# ---- cfar_scan_scheduler_flat ----
Figure 1. Placement view (cfar_scan_scheduler_flat).
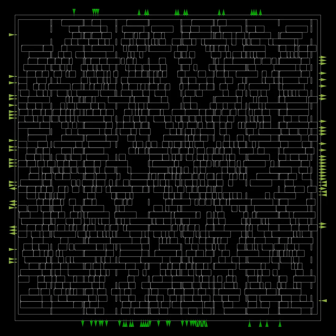

### src/rtl/cfar_scan_if.sv
`default_nettype none
// ---------------------------------------------------------------------------
// cfar_scan_if : window-request bus between scan scheduler and CFAR datapath
// Revision 1.0
// ---------------------------------------------------------------------------
interface cfar_scan_if #(
    parameter int IDX_W = 12,
    parameter int FRM_W = 8
);
    logic             req_valid;
    logic             req_ready;
    logic [IDX_W-1:0] row_idx;
    logic [IDX_W-1:0] col_idx;
    logic [IDX_W-1:0] row_lo;
    logic [IDX_W-1:0] row_hi;
    logic             last_col;
    logic             last_row;
    logic [FRM_W-1:0] frame_idx;

    modport master (
        output req_valid, row_idx, col_idx, row_lo, row_hi,
               last_col, last_row, frame_idx,
        input  req_ready
    );

    modport slave (
        input  req_valid, row_idx, col_idx, row_lo, row_hi,
               last_col, last_row, frame_idx,
        output req_ready
    );
endinterface
`default_nettype wire

### src/rtl/cfar_scan_scheduler.sv
`default_nettype none
// ---------------------------------------------------------------------------
// cfar_scan_scheduler : sequences 5x2 CFAR window requests over image frames
// Revision 1.0
// ---------------------------------------------------------------------------
module cfar_scan_scheduler #(
    parameter int IMG_ROWS = 2048,
    parameter int IMG_COLS = 2048,
    parameter int IDX_W    = 12,
    parameter int FRM_W    = 8
) (
    input  wire logic             clk,
    input  wire logic             rst_n,
    input  wire logic             start_i,
    input  wire logic             abort_i,
    input  wire logic [IDX_W-1:0] cfg_rows_i,
    input  wire logic [IDX_W-1:0] cfg_cols_i,
    input  wire logic [FRM_W-1:0] cfg_frames_i,
    input  wire logic [7:0]       cfg_gap_i,
    cfar_scan_if.master           req,
    output logic                  busy_o,
    output logic                  done_o,
    output logic                  cfg_err_o
);
    localparam logic [1:0] S_IDLE = 2'd0;
    localparam logic [1:0] S_SCAN = 2'd1;
    localparam logic [1:0] S_GAP  = 2'd2;
    localparam logic [1:0] S_DONE = 2'd3;

    localparam logic [IDX_W-1:0] C_MIN_ROWS = IDX_W'(5);
    localparam logic [IDX_W-1:0] C_MIN_COLS = IDX_W'(2);
    localparam logic [IDX_W-1:0] C_ONE      = IDX_W'(1);
    localparam logic [IDX_W-1:0] C_TWO      = IDX_W'(2);
    localparam logic [IDX_W:0]   C_MAX_ROWS = (IDX_W+1)'(IMG_ROWS);
    localparam logic [IDX_W:0]   C_MAX_COLS = (IDX_W+1)'(IMG_COLS);

    logic [1:0]       state_q, state_d;
    logic [IDX_W-1:0] rows_q, cols_q;
    logic [FRM_W-1:0] frames_q;
    logic [7:0]       gap_q, gap_cnt_q;
    logic [IDX_W-1:0] row_q, col_q, row_lo_q, row_hi_q;
    logic [IDX_W-1:0] row_d, col_d, row_lo_d, row_hi_d;
    logic [FRM_W-1:0] frame_q, frame_d;
    logic             last_col_q, last_row_q, last_col_d, last_row_d;
    logic             cfg_err_q;

    logic             w_start, w_cfg_bad, w_load, w_hs, w_frm_end, w_final, w_upd;
    logic [IDX_W-1:0] w_rows_src, w_cols_src, w_rows_m1;
    logic [IDX_W:0]   w_row_p2;

    assign w_start   = (state_q == S_IDLE) && start_i && !abort_i;
    assign w_cfg_bad = (cfg_rows_i < C_MIN_ROWS) || (cfg_cols_i < C_MIN_COLS) ||
                       (cfg_frames_i == '0) ||
                       ({1'b0, cfg_rows_i} > C_MAX_ROWS) ||
                       ({1'b0, cfg_cols_i} > C_MAX_COLS);
    assign w_load    = w_start && !w_cfg_bad;
    assign w_hs      = (state_q == S_SCAN) && req.req_ready && !abort_i;
    assign w_frm_end = (frame_q == frames_q - FRM_W'(1));
    assign w_final   = w_hs && last_col_q && last_row_q && w_frm_end;
    assign w_upd     = w_load || (w_hs && !w_final);

    always_ff @(posedge clk or negedge rst_n) begin
        if (!rst_n) begin
            state_q <= S_IDLE;
        end else begin
            state_q <= state_d;
        end
    end

    always_comb begin
        state_d = state_q;
        if (abort_i) begin
            state_d = S_IDLE;
        end else begin
            case (state_q)
                S_IDLE: if (w_load) state_d = S_SCAN;
                S_SCAN: begin
                    if (w_final)
                        state_d = S_DONE;
                    else if (w_hs && last_col_q && (gap_q != 8'd0))
                        state_d = S_GAP;
                end
                S_GAP:  if (gap_cnt_q == 8'd1) state_d = S_SCAN;
                default: state_d = S_IDLE;
            endcase
        end
    end

    always_comb begin
        req.req_valid = 1'b0;
        busy_o        = 1'b0;
        done_o        = 1'b0;
        case (state_q)
            S_SCAN: begin req.req_valid = 1'b1; busy_o = 1'b1; end
            S_GAP:  busy_o = 1'b1;
            S_DONE: done_o = 1'b1;
            default: ;
        endcase
    end

    // Next indices; the final handshake of a run leaves them on the last window.
    always_comb begin
        row_d      = row_q;
        col_d      = col_q;
        frame_d    = frame_q;
        w_rows_src = rows_q;
        w_cols_src = cols_q;
        if (w_load) begin
            row_d      = '0;
            col_d      = '0;
            frame_d    = '0;
            w_rows_src = cfg_rows_i;
            w_cols_src = cfg_cols_i;
        end else if (w_hs && !w_final) begin
            if (!last_col_q) begin
                col_d = col_q + C_ONE;
            end else begin
                col_d = '0;
                if (!last_row_q) begin
                    row_d = row_q + C_ONE;
                end else begin
                    row_d   = '0;
                    frame_d = frame_q + FRM_W'(1);
                end
            end
        end
        w_rows_m1  = w_rows_src - C_ONE;
        w_row_p2   = {1'b0, row_d} + (IDX_W+1)'(2);
        row_lo_d   = (row_d >= C_TWO) ? (row_d - C_TWO) : '0;
        row_hi_d   = (w_row_p2 > {1'b0, w_rows_m1}) ? w_rows_m1 : w_row_p2[IDX_W-1:0];
        last_col_d = (col_d == w_cols_src - C_TWO);
        last_row_d = (row_d == w_rows_m1);
    end

    always_ff @(posedge clk or negedge rst_n) begin
        if (!rst_n) begin
            rows_q     <= '0;
            cols_q     <= '0;
            frames_q   <= '0;
            gap_q      <= '0;
            gap_cnt_q  <= '0;
            row_q      <= '0;
            col_q      <= '0;
            frame_q    <= '0;
            row_lo_q   <= '0;
            row_hi_q   <= '0;
            last_col_q <= 1'b0;
            last_row_q <= 1'b0;
            cfg_err_q  <= 1'b0;
        end else begin
            cfg_err_q <= w_start && w_cfg_bad;
            if (w_start) begin
                rows_q   <= cfg_rows_i;
                cols_q   <= cfg_cols_i;
                frames_q <= cfg_frames_i;
                gap_q    <= cfg_gap_i;
            end
            if (state_q == S_SCAN && state_d == S_GAP)
                gap_cnt_q <= gap_q;
            else if (state_q == S_GAP)
                gap_cnt_q <= gap_cnt_q - 8'd1;
            if (w_upd) begin
                row_q      <= row_d;
                col_q      <= col_d;
                frame_q    <= frame_d;
                row_lo_q   <= row_lo_d;
                row_hi_q   <= row_hi_d;
                last_col_q <= last_col_d;
                last_row_q <= last_row_d;
            end
        end
    end

    assign req.row_idx   = row_q;
    assign req.col_idx   = col_q;
    assign req.row_lo    = row_lo_q;
    assign req.row_hi    = row_hi_q;
    assign req.last_col  = last_col_q;
    assign req.last_row  = last_row_q;
    assign req.frame_idx = frame_q;
    assign cfg_err_o     = cfg_err_q;
endmodule
`default_nettype wire

### src/flat_wrapper.sv
// flat-port wrapper written by rule: the top's interface ports become plain ports
module cfar_scan_scheduler_flat 
#(
    parameter int IMG_ROWS = 2048,
    parameter int IMG_COLS = 2048,
    parameter int IDX_W    = 12,
    parameter int FRM_W    = 8
)
  (clk, rst_n, start_i, abort_i, cfg_rows_i, cfg_cols_i, cfg_frames_i, cfg_gap_i, busy_o, done_o, cfg_err_o, req_req_valid, req_row_idx, req_col_idx, req_row_lo, req_row_hi, req_last_col, req_last_row, req_frame_idx, req_req_ready);
  cfar_scan_if #(.IDX_W(IDX_W), .FRM_W(FRM_W)) req_i ();
  input  wire logic clk;
  input  wire logic rst_n;
  input  wire logic start_i;
  input  wire logic abort_i;
  input  wire logic [IDX_W-1:0] cfg_rows_i;
  input  wire logic [IDX_W-1:0] cfg_cols_i;
  input  wire logic [FRM_W-1:0] cfg_frames_i;
  input  wire logic [7:0] cfg_gap_i;
  output logic busy_o;
  output logic done_o;
  output logic cfg_err_o;
  output wire logic [$bits(req_i.req_valid)-1:0] req_req_valid;
  output wire logic [$bits(req_i.row_idx)-1:0] req_row_idx;
  output wire logic [$bits(req_i.col_idx)-1:0] req_col_idx;
  output wire logic [$bits(req_i.row_lo)-1:0] req_row_lo;
  output wire logic [$bits(req_i.row_hi)-1:0] req_row_hi;
  output wire logic [$bits(req_i.last_col)-1:0] req_last_col;
  output wire logic [$bits(req_i.last_row)-1:0] req_last_row;
  output wire logic [$bits(req_i.frame_idx)-1:0] req_frame_idx;
  input wire logic [$bits(req_i.req_ready)-1:0] req_req_ready;
  assign req_req_valid = req_i.req_valid;
  assign req_row_idx = req_i.row_idx;
  assign req_col_idx = req_i.col_idx;
  assign req_row_lo = req_i.row_lo;
  assign req_row_hi = req_i.row_hi;
  assign req_last_col = req_i.last_col;
  assign req_last_row = req_i.last_row;
  assign req_frame_idx = req_i.frame_idx;
  assign req_i.req_ready = req_req_ready;
  cfar_scan_scheduler #(.IMG_ROWS(IMG_ROWS), .IMG_COLS(IMG_COLS), .IDX_W(IDX_W), .FRM_W(FRM_W)) u_core (.clk(clk), .rst_n(rst_n), .start_i(start_i), .abort_i(abort_i), .cfg_rows_i(cfg_rows_i), .cfg_cols_i(cfg_cols_i), .cfg_frames_i(cfg_frames_i), .cfg_gap_i(cfg_gap_i), .req(req_i), .busy_o(busy_o), .done_o(done_o), .cfg_err_o(cfg_err_o));
endmodule
### config.mk
export PLATFORM = sky130hd
export DESIGN_NAME = cfar_scan_scheduler_flat
export DESIGN_NICKNAME = d
export VERILOG_FILES = /design/src/rtl/cfar_scan_if.sv /design/src/rtl/cfar_scan_scheduler.sv /design/src/flat_wrapper.sv
export SDC_FILE = /design/constraint.sdc
export NUM_CORES = 1
export LEC_CHECK = 0
export CORE_UTILIZATION = 45
export CTS_CLUSTER_SIZE = 40
export DETAILED_ROUTE_END_ITERATION = 6
export PLACE_DENSITY_LB_ADDON = 0.05
export SYNTH_ARGS = -nofsm -noshare
export SYNTH_HDL_FRONTEND = slang
export SYNTH_SLANG_ARGS = --single-unit
### constraint.sdc
create_clock -name clk -period 5.75 [get_ports clk]
set_input_delay 1.15 -clock clk [delete_from_list [all_inputs] [get_ports clk]]
set_output_delay 1.15 -clock clk [all_outputs]
set_load 0.05 [all_outputs]
# ---- dict_fifo_update ----
## src/rtl/dict_fifo_update.sv

```systemverilog
`default_nettype none
// +--------------------------------------------------------------------------+
// | Module   : dict_fifo_update                                              |
// | Purpose  : Decompressor dictionary store. Pushes freshly decoded words    |
// |            into a WORD-entry dictionary with FIFO (round-robin)           |
// |            replacement and clears it sequentially on a flush request.    |
// | Options  : DICT_PUSH_STATS_EN builds the 16-bit saturating push counter  |
// |            (otherwise o_push_cnt is tied to zero).                        |
// | Revision : 1.0 - initial release                                          |
// +--------------------------------------------------------------------------+
module dict_fifo_update #(
  parameter int WORD  = 16,
  parameter int WIDTH = 32,
  parameter int CODES = 2
) (
  input  logic                     i_clk,
  input  logic                     i_rst,
  input  logic                     i_valid,
  output logic                     o_ready,
  input  logic [CODES-1:0]         i_codes,
  input  logic [CODES-1:0]         i_codes_bak,
  input  logic [WIDTH-1:0]         i_word,
  input  logic                     i_flush,
  output logic [WORD*WIDTH-1:0]    o_dict,
  output logic [$clog2(WORD):0]    o_count,
  output logic                     o_busy,
  output logic [15:0]              o_push_cnt
);

  localparam int AW = $clog2(WORD);
  localparam logic [AW-1:0]  C_LAST = AW'(WORD - 1);
  localparam logic [AW:0]    C_FULL = (AW + 1)'(WORD);
  localparam logic [CODES-1:0] C_UNCOMP = CODES'(1);
  localparam logic [CODES-1:0] C_ESCAPE = CODES'(3);
  localparam logic [CODES-1:0] C_ZEXT   = CODES'(1);

  typedef enum logic [0:0] {
    RUN   = 1'b0,
    CLEAR = 1'b1
  } state_t;

  state_t           r_state;
  state_t           w_state_nxt;
  logic [WIDTH-1:0] r_mem [WORD];
  logic [AW-1:0]    r_wr_ptr;
  logic [AW-1:0]    r_clr_idx;
  logic [AW:0]      r_count;
  logic             w_push_code;
  logic             w_push;
  logic             w_clear_done;

  // Codes that carry a new word into the dictionary: uncompressed, or any
  // escape sub-code except the zero-extended byte.
  assign w_push_code  = (i_codes == C_UNCOMP) ||
                        ((i_codes == C_ESCAPE) && (i_codes_bak != C_ZEXT));
  assign w_push       = i_valid && o_ready && w_push_code;
  assign w_clear_done = (r_state == CLEAR) && (r_clr_idx == C_LAST);
  assign o_busy       = (r_state == CLEAR);
  assign o_count      = r_count;

  // State register.
  always_ff @(posedge i_clk) begin
    if (i_rst) r_state <= RUN;
    else       r_state <= w_state_nxt;
  end

  // Next state and ready; ready depends only on state and flush.
  always_comb begin
    w_state_nxt = r_state;
    o_ready     = 1'b0;
    case (r_state)
      RUN: begin
        o_ready = !i_flush;
        if (i_flush) w_state_nxt = CLEAR;
      end
      CLEAR: begin
        if (r_clr_idx == C_LAST) w_state_nxt = RUN;
      end
      default: w_state_nxt = RUN;
    endcase
  end

  // Dictionary storage, write pointer, fill count and clear index.
  always_ff @(posedge i_clk) begin
    if (i_rst) begin
      for (int k = 0; k < WORD; k++) r_mem[k] <= '0;
      r_wr_ptr  <= '0;
      r_clr_idx <= '0;
      r_count   <= '0;
    end else if (r_state == CLEAR) begin
      r_mem[r_clr_idx] <= '0;
      r_clr_idx        <= r_clr_idx + 1'b1;
      if (w_clear_done) begin
        r_wr_ptr <= '0;
        r_count  <= '0;
      end
    end else if (i_flush) begin
      r_clr_idx <= '0;
    end else if (w_push) begin
      r_mem[r_wr_ptr] <= i_word;
      r_wr_ptr        <= r_wr_ptr + 1'b1;
      if (r_count != C_FULL) r_count <= r_count + 1'b1;
    end
  end

  for (genvar k = 0; k < WORD; k++) begin : g_dict
    assign o_dict[k*WIDTH +: WIDTH] = r_mem[k];
  end

`ifdef DICT_PUSH_STATS_EN
  logic [15:0] r_push_cnt;

  // Saturating push counter, cleared with the dictionary.
  always_ff @(posedge i_clk) begin
    if (i_rst || w_clear_done)               r_push_cnt <= '0;
    else if (w_push && (r_push_cnt != 16'hFFFF)) r_push_cnt <= r_push_cnt + 16'd1;
  end

  assign o_push_cnt = r_push_cnt;
`else
  assign o_push_cnt = '0;
`endif

endmodule
`default_nettype wire

```

## config.mk

```make
export PLATFORM = sky130hd
export DESIGN_NAME = dict_fifo_update
export DESIGN_NICKNAME = d
export VERILOG_FILES = /design/src/rtl/dict_fifo_update.sv
export SDC_FILE = /design/constraint.sdc
export NUM_CORES = 1
export LEC_CHECK = 0
export CORE_MARGIN = 1.5
export CORE_UTILIZATION = 40
export DETAILED_ROUTE_END_ITERATION = 12
export PLACE_DENSITY = 0.7
export SYNTH_ARGS = -nofsm -noshare
export SYNTH_HDL_FRONTEND = slang
export SYNTH_SLANG_ARGS = --single-unit
```

## constraint.sdc

```tcl
create_clock -name i_clk -period 10.49 [get_ports i_clk]
set_clock_uncertainty 0.1 [all_clocks]
set_input_delay 2.098 -clock i_clk [delete_from_list [all_inputs] [get_ports i_clk]]
set_output_delay 2.098 -clock i_clk [all_outputs]
set_load 0.01 [all_outputs]
```

# ---- ym3438_lfo_sched ----
===== src/rtl/ym3438_lfo_sched.sv =====
// ym3438_lfo_sched: host register write buffer and 24-slot scheduler for the LFO/PM path.
// Optional: YM3438_LFO_SCHED_TESTREG_EN adds storage for test register 0x21.
module ym3438_lfo_sched (
    input  logic        MCLK,
    input  logic        IC,
    input  logic        cen,
    input  logic        wr_valid,
    output logic        wr_ready,
    input  logic        wr_bank,
    input  logic [7:0]  wr_addr,
    input  logic [7:0]  wr_data,
    output logic [4:0]  slot,
    output logic        fsm_sel23,
    output logic [3:0]  lfo,
    output logic [7:0]  reg_21,
    output logic [2:0]  pms,
    output logic [10:0] fnum
);
    localparam int SLOTS    = 24;
    localparam int CHANNELS = 6;

    logic        pend;
    logic        p_bank;
    logic [7:0]  p_addr;
    logic [7:0]  p_data;
    logic [2:0]  hi_latch;
    logic [2:0]  ch_pms  [CHANNELS];
    logic [10:0] ch_fnum [CHANNELS];

    logic       accept;
    logic       commit;
    logic [4:0] slot_nx;
    logic [2:0] ch_nx;
    logic [2:0] p_ch;
    logic       do_lfo;
    logic       do_hi;
    logic       do_fnum;
    logic       do_pms;

    assign accept  = wr_valid && wr_ready;
    assign commit  = pend && cen;
    assign slot_nx = (slot == 5'(SLOTS - 1)) ? 5'd0 : slot + 5'd1;
    assign ch_nx   = 3'(slot_nx % 5'(CHANNELS));
    assign p_ch    = (p_bank ? 3'd3 : 3'd0) + {1'b0, p_addr[1:0]};

    // Low address bits of 3 never select a channel, in any register group.
    always_comb begin
        do_lfo  = 1'b0;
        do_hi   = 1'b0;
        do_fnum = 1'b0;
        do_pms  = 1'b0;
        if (commit && p_addr[1:0] != 2'd3) begin
            case (p_addr[7:2])
                6'b001000: do_lfo  = !p_bank && p_addr[1:0] == 2'd2;
                6'b101000: do_fnum = 1'b1;
                6'b101001: do_hi   = 1'b1;
                6'b101101: do_pms  = 1'b1;
                default:   ;
            endcase
        end
    end

    always_ff @(posedge MCLK) begin
        if (IC) begin
            slot      <= 5'd0;
            fsm_sel23 <= 1'b0;
            pms       <= 3'd0;
            fnum      <= 11'd0;
            lfo       <= 4'd0;
            hi_latch  <= 3'd0;
            pend      <= 1'b0;
            wr_ready  <= 1'b0;
            p_bank    <= 1'b0;
            p_addr    <= 8'd0;
            p_data    <= 8'd0;
            for (int i = 0; i < CHANNELS; i++) begin
                ch_pms[i]  <= 3'd0;
                ch_fnum[i] <= 11'd0;
            end
        end else begin
            // Output load reads channel state from before this edge's commit.
            if (cen) begin
                slot      <= slot_nx;
                fsm_sel23 <= (slot_nx == 5'(SLOTS - 1));
                pms       <= ch_pms[ch_nx];
                fnum      <= ch_fnum[ch_nx];
            end
            if (commit) begin
                pend     <= 1'b0;
                wr_ready <= 1'b1;
            end else if (accept) begin
                pend     <= 1'b1;
                wr_ready <= 1'b0;
                p_bank   <= wr_bank;
                p_addr   <= wr_addr;
                p_data   <= wr_data;
            end else begin
                wr_ready <= !pend;
            end
            if (do_lfo)  lfo <= p_data[3:0];
            if (do_hi)   hi_latch <= p_data[2:0];
            if (do_fnum) ch_fnum[p_ch] <= {hi_latch, p_data};
            if (do_pms)  ch_pms[p_ch] <= p_data[2:0];
        end
    end

`ifdef YM3438_LFO_SCHED_TESTREG_EN
    logic do_r21;
    assign do_r21 = commit && !p_bank && p_addr == 8'h21;

    always_ff @(posedge MCLK) begin
        if (IC)          reg_21 <= 8'h00;
        else if (do_r21) reg_21 <= p_data;
    end
`else
    assign reg_21 = 8'h00;
`endif

endmodule


===== config.mk =====
export PLATFORM = sky130hd
export DESIGN_NAME = ym3438_lfo_sched
export DESIGN_NICKNAME = d
export VERILOG_FILES = /design/src/rtl/ym3438_lfo_sched.sv
export SDC_FILE = /design/constraint.sdc
export NUM_CORES = 1
export LEC_CHECK = 0
export CORE_AREA = 10 10 145 147
export CTS_CLUSTER_SIZE = 28
export DETAILED_ROUTE_END_ITERATION = 10
export DIE_AREA = 0 0 155 157
export SYNTH_ARGS = -nofsm -noshare
export SYNTH_HDL_FRONTEND = slang
export SYNTH_SLANG_ARGS = --single-unit

===== constraint.sdc =====
create_clock -name MCLK -period 4.2 [get_ports MCLK]
set_input_delay 0.42 -clock MCLK [delete_from_list [all_inputs] [get_ports MCLK]]
set_output_delay 0.42 -clock MCLK [all_outputs]
set_load 0.02 [all_outputs]

Figure 2. Metal layers overlaid (ym3438_lfo_sched).
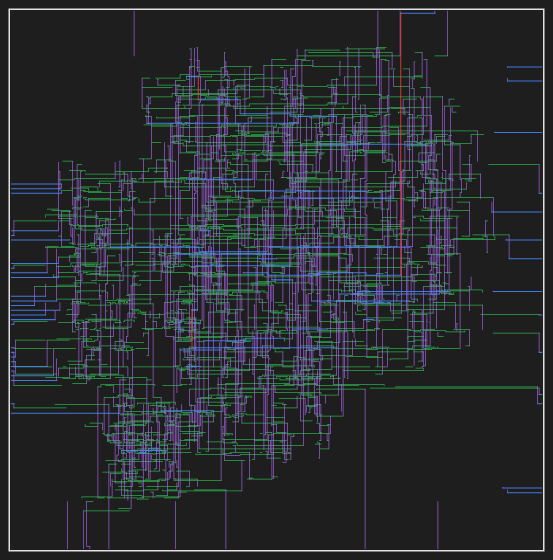
- green: met1 (wire length 7320 µm)
- purple: met2 (wire length 8290 µm)
- blue: met3 (wire length 1010 µm)
- red: met4 (wire length 93.8 µm)

Figure 3. Placement by cell class (ym3438_lfo_sched).
Scale bar: 50 µm. Fill, decap, tap and diode cells in grey.
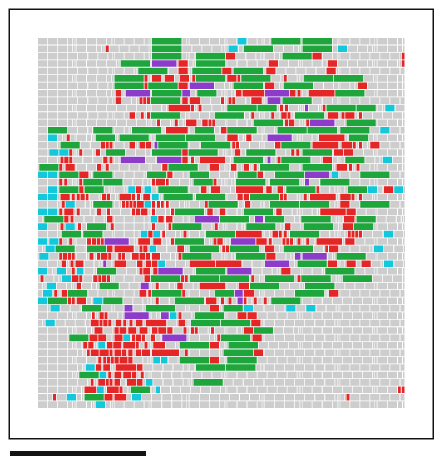
- green: flip-flops (cells 158; share of their area 53%)
- red: all other logic (cells 400; share of their area 34%)
- cyan: other buffers and delay cells (cells 64; share of their area 7.2%)
- purple: clock drivers and dummy loads (cells 32; share of their area 6.7%)

==> results.yml, ym3438_lfo_sched <==
# synthesis and place-and-route metrics
run_status:
  outcome: "finished, final reports clean"
global_routing:
  grt_pass1_vias: 4613
synthesis:
  synth.cellmix.xorXnorShare_pct: 0.994
  yosysCellCount: 595
  synth_top_cell_by_count: "edfxtp_1"
timing:
  hold_viol: 0
  worst_slew_pin_slew_ps: 1170
  finClkSkew_ps: 15.1
power:
  swShare_pct: 24.1
  pwr-share-clk_pct: 40.3
detailed_routing:
  drt-vias-per-instance: 5.15
  first_iter_violations: 286
  drc: 0
floorplan:
  io-pin-count: 54
clock_network:
  cts_hold_buf: 0
[ym3438_lfo_sched: through the flow]
| stage | std cells | instance area (µm²) | hold slack [ps] | power, mW |
|---|---|---|---|---|
| CTS | 887 | 8420 | 357 | 3.58 |
| global route | 888 | 8450 | 389 | 3.67 |
| detailed placement | 855 | 7880 | 450 | 2.15 |
| finish | 888 | 8450 | 373 | 3.55 |
| global placement | 855 | 7880 | 441 | 2.14 |
| floorplan | 602 | 7200 | 431 | 2.02 |
[ym3438_lfo_sched: cell type report]
class | instances | area [µm²]
Multi-Input combinational cell | 378 | 2660
Fill cell | 1636 | 9880
Tap cell | 234 | 293
Inverter | 22 | 82.6
Timing Repair Buffer | 64 | 588
Clock buffer | 22 | 475
Clock inverter | 10 | 73.8
Sequential cell | 158 | 4280
[ym3438_lfo_sched: metal layers]
layer	GRT usage, %	vias to the layer above	share of wire [%]
met5	0	-	0
met3	3.79	6	6.1
li1	-	2204	-
met2	22.7	111	50
met1	16.9	2256	44
met4	4.36	0	0.56
[ym3438_lfo_sched: timing repair]
| action | 4_1_cts | 5_1_grt |
|---|---|---|
| endpoints found under the setup margin | 0 | 14 |
| resized | 0 | 1 |
| buffers inserted | 0 | 0 |
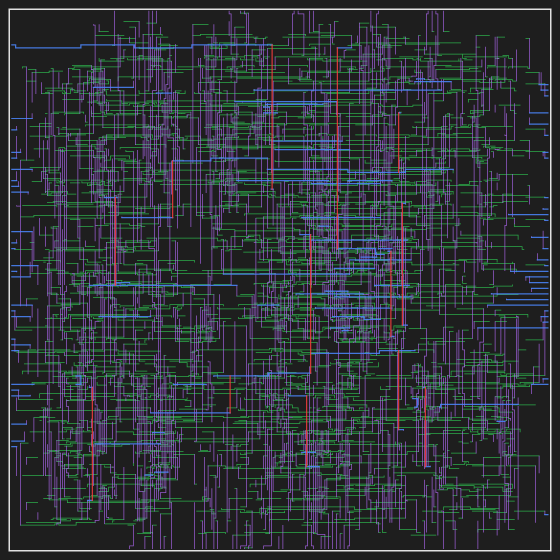
Figure 4: cfar_scan_scheduler_flat, metal layers overlaid.
- purple: met2 (wire length 10500 µm)
- red: met4 (wire length 306 µm)
- blue: met3 (wire length 956 µm)
- green: met1 (wire length 9480 µm)

Figure 5. Met1 routing (cfar_scan_scheduler_flat).
Supply wires on this layer in grey.
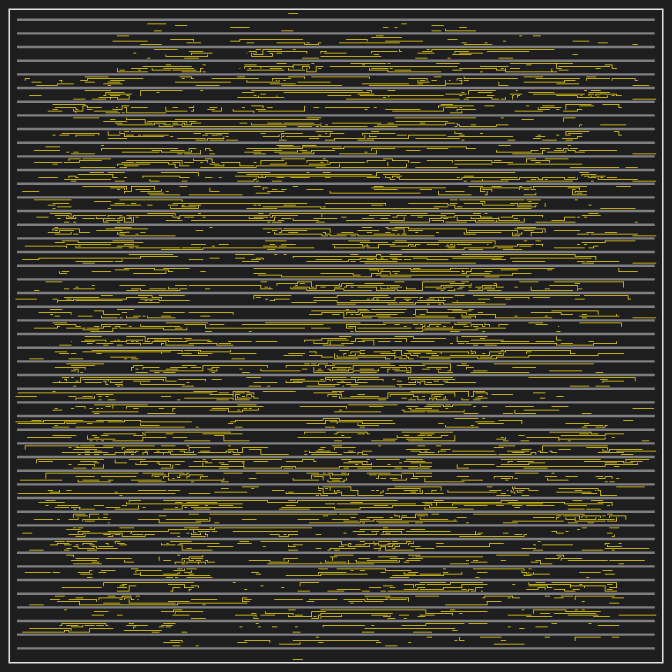
- main direction: horizontal
- share of all routed wire: 45%
- wire length on this layer: 9480 µm
- nets with wire on the layer: 978
- longest straight run: 38.6 µm

Notes on Figure 1 above:
flop share of the area: 27.3%
filler cell count: 1418
Final Non-Filler Cells: 1217

==> results.yml, cfar_scan_scheduler_flat <==
# synthesis and place-and-route metrics
power:
  p_clk_uw: 650
  ir_worst_vdd_mv: 0.146
  seq_power_uw: 938
  power_frac_seq_pct: 39.3
  total_power_mw: 2.39
  p_int_mw: 1.58
  p_sw_uw: 812
  maxPowerGroup: "registers"
  share_comb_of_total_power_pct: 33.5
critical_path:
  crit_type: "input port to flip-flop"
  cp.required_ps: 6000
  rrSetupSlack_ps: 330
floorplan:
  die_h_um: 130
  taps: 216
  dieWidth_um: 130
synthesis:
  area_leaders: "dfrtp_1 37%, mux2_2 6.4%, xnor2_1 6.1%"
  post-synth-top-area-cell: "dfrtp_1"
  synth_simple_gate_area_share_pct: 21.7
  yosysCellCount: 789
  netlist_area_um2: 7350
  synth_top_cell_by_count: "dfrtp_1"
  logic_family: "simple AND/OR/NAND/NOR gates"
  synth-edff-count: 0
hold_path:
  hold_class: "flip-flop to flip-flop"
finish:
  clockBufferCount: 12
  lay_top_cells: "117 x buf_4, 109 x dfrtp_1, 102 x clkdlybuf4s50_1"
  nonClkBufAreaFrac_pct: 20.0
  comb_share_pct: 46.0
  drive_above_1_share_pct: 23.3
  mostFrequentLayoutCell: "buf_4"
global_routing:
  busiest_layer: "met2"
  grt_usage_pct: 26.5
  grt_use_met2_pct: 46.1
  grt_pass1_wl_um: 34400
  grt_max_degree: 66
detailed_routing:
  wl_um: 21200
  drt-met1-wl_um: 9480
  dr.max_layer_used: "met4"
  routedWlPerCell_um: 17.4
timing:
  post-route-min-period_ps: 5620
  setup_viol: 0
  finalCritPeriodShare_pct: 97.8
  worst_slew_pin_slew_ps: 900
clock_network:
  cts_resized: 1
  clock_latency_ps: 360
job:
  max_cap_violations: 0
run_status:
  outcome: "finished, final reports clean"
==> cfar_scan_scheduler_flat: worst max-delay path: stages <==
cell and delay (ps):
clkdlybuf4s50_1 490, nor4_2 50, buf_4 130, buf_4 120, a31o_2 240, a221o_1 360
or2_4 300, mux2i_4 210, ha_4 190, o21ai_4 100, nor2_2 70, xnor2_1 140
mux2_4 290, ha_4 270, nand3_2 100, nor3_4 210, nand3_2 110, a311oi_2 260
o41a_1 180, a211oi_1 50, a211o_1 380, buf_6 170, a221o_1 280
==> cfar_scan_scheduler_flat: worst max-delay path by stage <==
stage                                  endpoint     startpoint  slack, ps
after floorplan           u_core.req.row_hi[10]  cfg_cols_i[3]        0.7
after global placement     u_core.req.row_hi[8]  cfg_cols_i[9]       -260
after detailed placement   u_core.req.row_hi[8]  cfg_cols_i[9]       -370
after CTS                  u_core.req.row_hi[8]  cfg_cols_i[9]         50
after global routing       u_core.req.row_hi[2]  cfg_cols_i[8]        -60
final                      u_core.req.row_hi[6]  cfg_cols_i[8]        130
Figure 6. Placement view (dict_fifo_update).
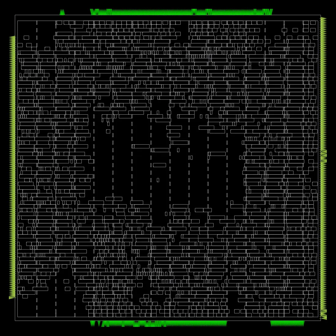
Tapcell Cnt: 607
Core Box Area: 46900 µm²
Final Non-Filler Cells: 2508
Flops: 526
flop share of the area: 58.1%

==> results.yml, dict_fifo_update <==
# synthesis and place-and-route metrics
detailed_routing:
  wl_um: 65400
  drc: 0
  postRouteAntennaNets: 0
  drt-vias-per-instance: 5.23
  first_pass_iters: 6
synthesis:
  synth.avg_cell_area_um2: 14.7
  yosys_warnings: 0
  synth-edff-count: 512
  synthCells: 1303
critical_path:
  arrival_ps: 3510
finish:
  mostFrequentLayoutCell: "clkdlybuf4s50_1"
  top_register: "r_mem"
power:
  p_leak_nw: 8.92
  pwr-share-clk_pct: 40.1
global_routing:
  grt_pass1_vias: 12700
  grt_usage_pct: 25.9
placed_design:
  pre_cts_ws_ps: 4270
  dp_cells: 2408
clock_network:
  clock_latency_ps: 580
  cts_made_buffers: 53
floorplan:
  fp_util_pct: 40.9
hold_path:
  hold_end: "o_count[1]"
run_status:
  outcome: "finished, final reports clean"
timing:
  tns_ps: 0
## dict_fifo_update: kinds of logic (layout without fill, tap and decap cells)
| logic type | after synthesis | after routing | share of synthesized area, % |
|---|---|---|---|
| flip-flops | 526 | 526 | 81.8 |
| multiplexers | 4 | 4 | 0.229 |
| XOR/XNOR | 4 | 4 | 0.183 |
| other | 1 | 18 | 0.0196 |
| AND-OR/OR-AND | 38 | 38 | 1.33 |
| buffers and inverters | 93 | 674 | 3.27 |
| adder cells (fa/ha/maj) | 4 | 4 | 0.261 |
| AND/OR/NAND/NOR | 633 | 633 | 13.0 |
## dict_fifo_update: worst max-delay path, delay by kind of cell
family	cells	cell delay, ps
buf+inv	2	1060
simple gates	1	350
## dict_fifo_update: area by class of cell
class	count	area [µm²]
Clock inverter	24	210
Clock buffer	74	1440
Sequential cell	526	15700
Timing Repair Buffer	571	5680
Multi-Input combinational cell	699	3190
Fill cell	3676	19900
Tap cell	607	759
Antenna cell	2	5.00
Inverter	5	18.8
## dict_fifo_update: layer usage
metal / part of all wire, % / vias up / GRT usage, %
li1: - / 5592 / -
met1: 37 / 6495 / 31.7
met2: 49 / 898 / 42.9
met3: 11 / 123 / 8.19
met4: 3.5 / 0 / 9.70
met5: 0 / - / 0


## Gallery

Wiring heat map.
panel A
The die is cut into 31 by 31 equal tiles; black is low, pale yellow is high, scaled to the fullest tile. Values are wire area over tile area, all layers added.
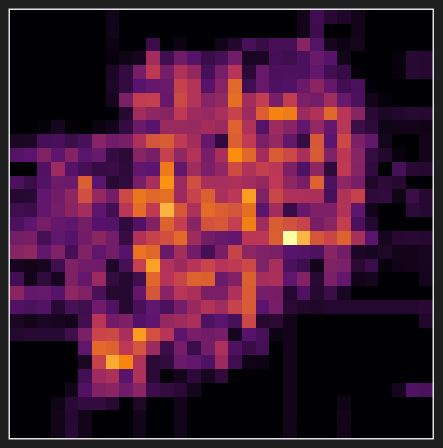
panel B
The die is cut into 22 by 22 equal tiles; black is low, pale yellow is high, scaled to the fullest tile. Values are wire area over tile area, all layers added.
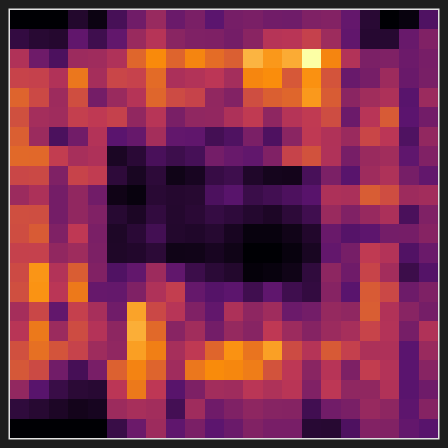
panel C
The die is cut into 26 by 26 equal tiles; black is low, pale yellow is high, scaled to the fullest tile. Values are wire area over tile area, all layers added.
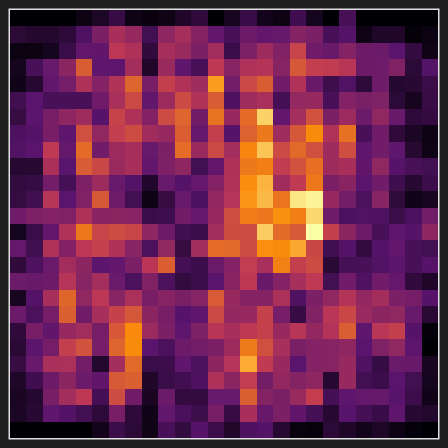
ym3438_lfo_sched: panel A
dict_fifo_update: panel B
cfar_scan_scheduler_flat: panel C

Power figures rest on the tool's default switching activity, not on a simulated workload.
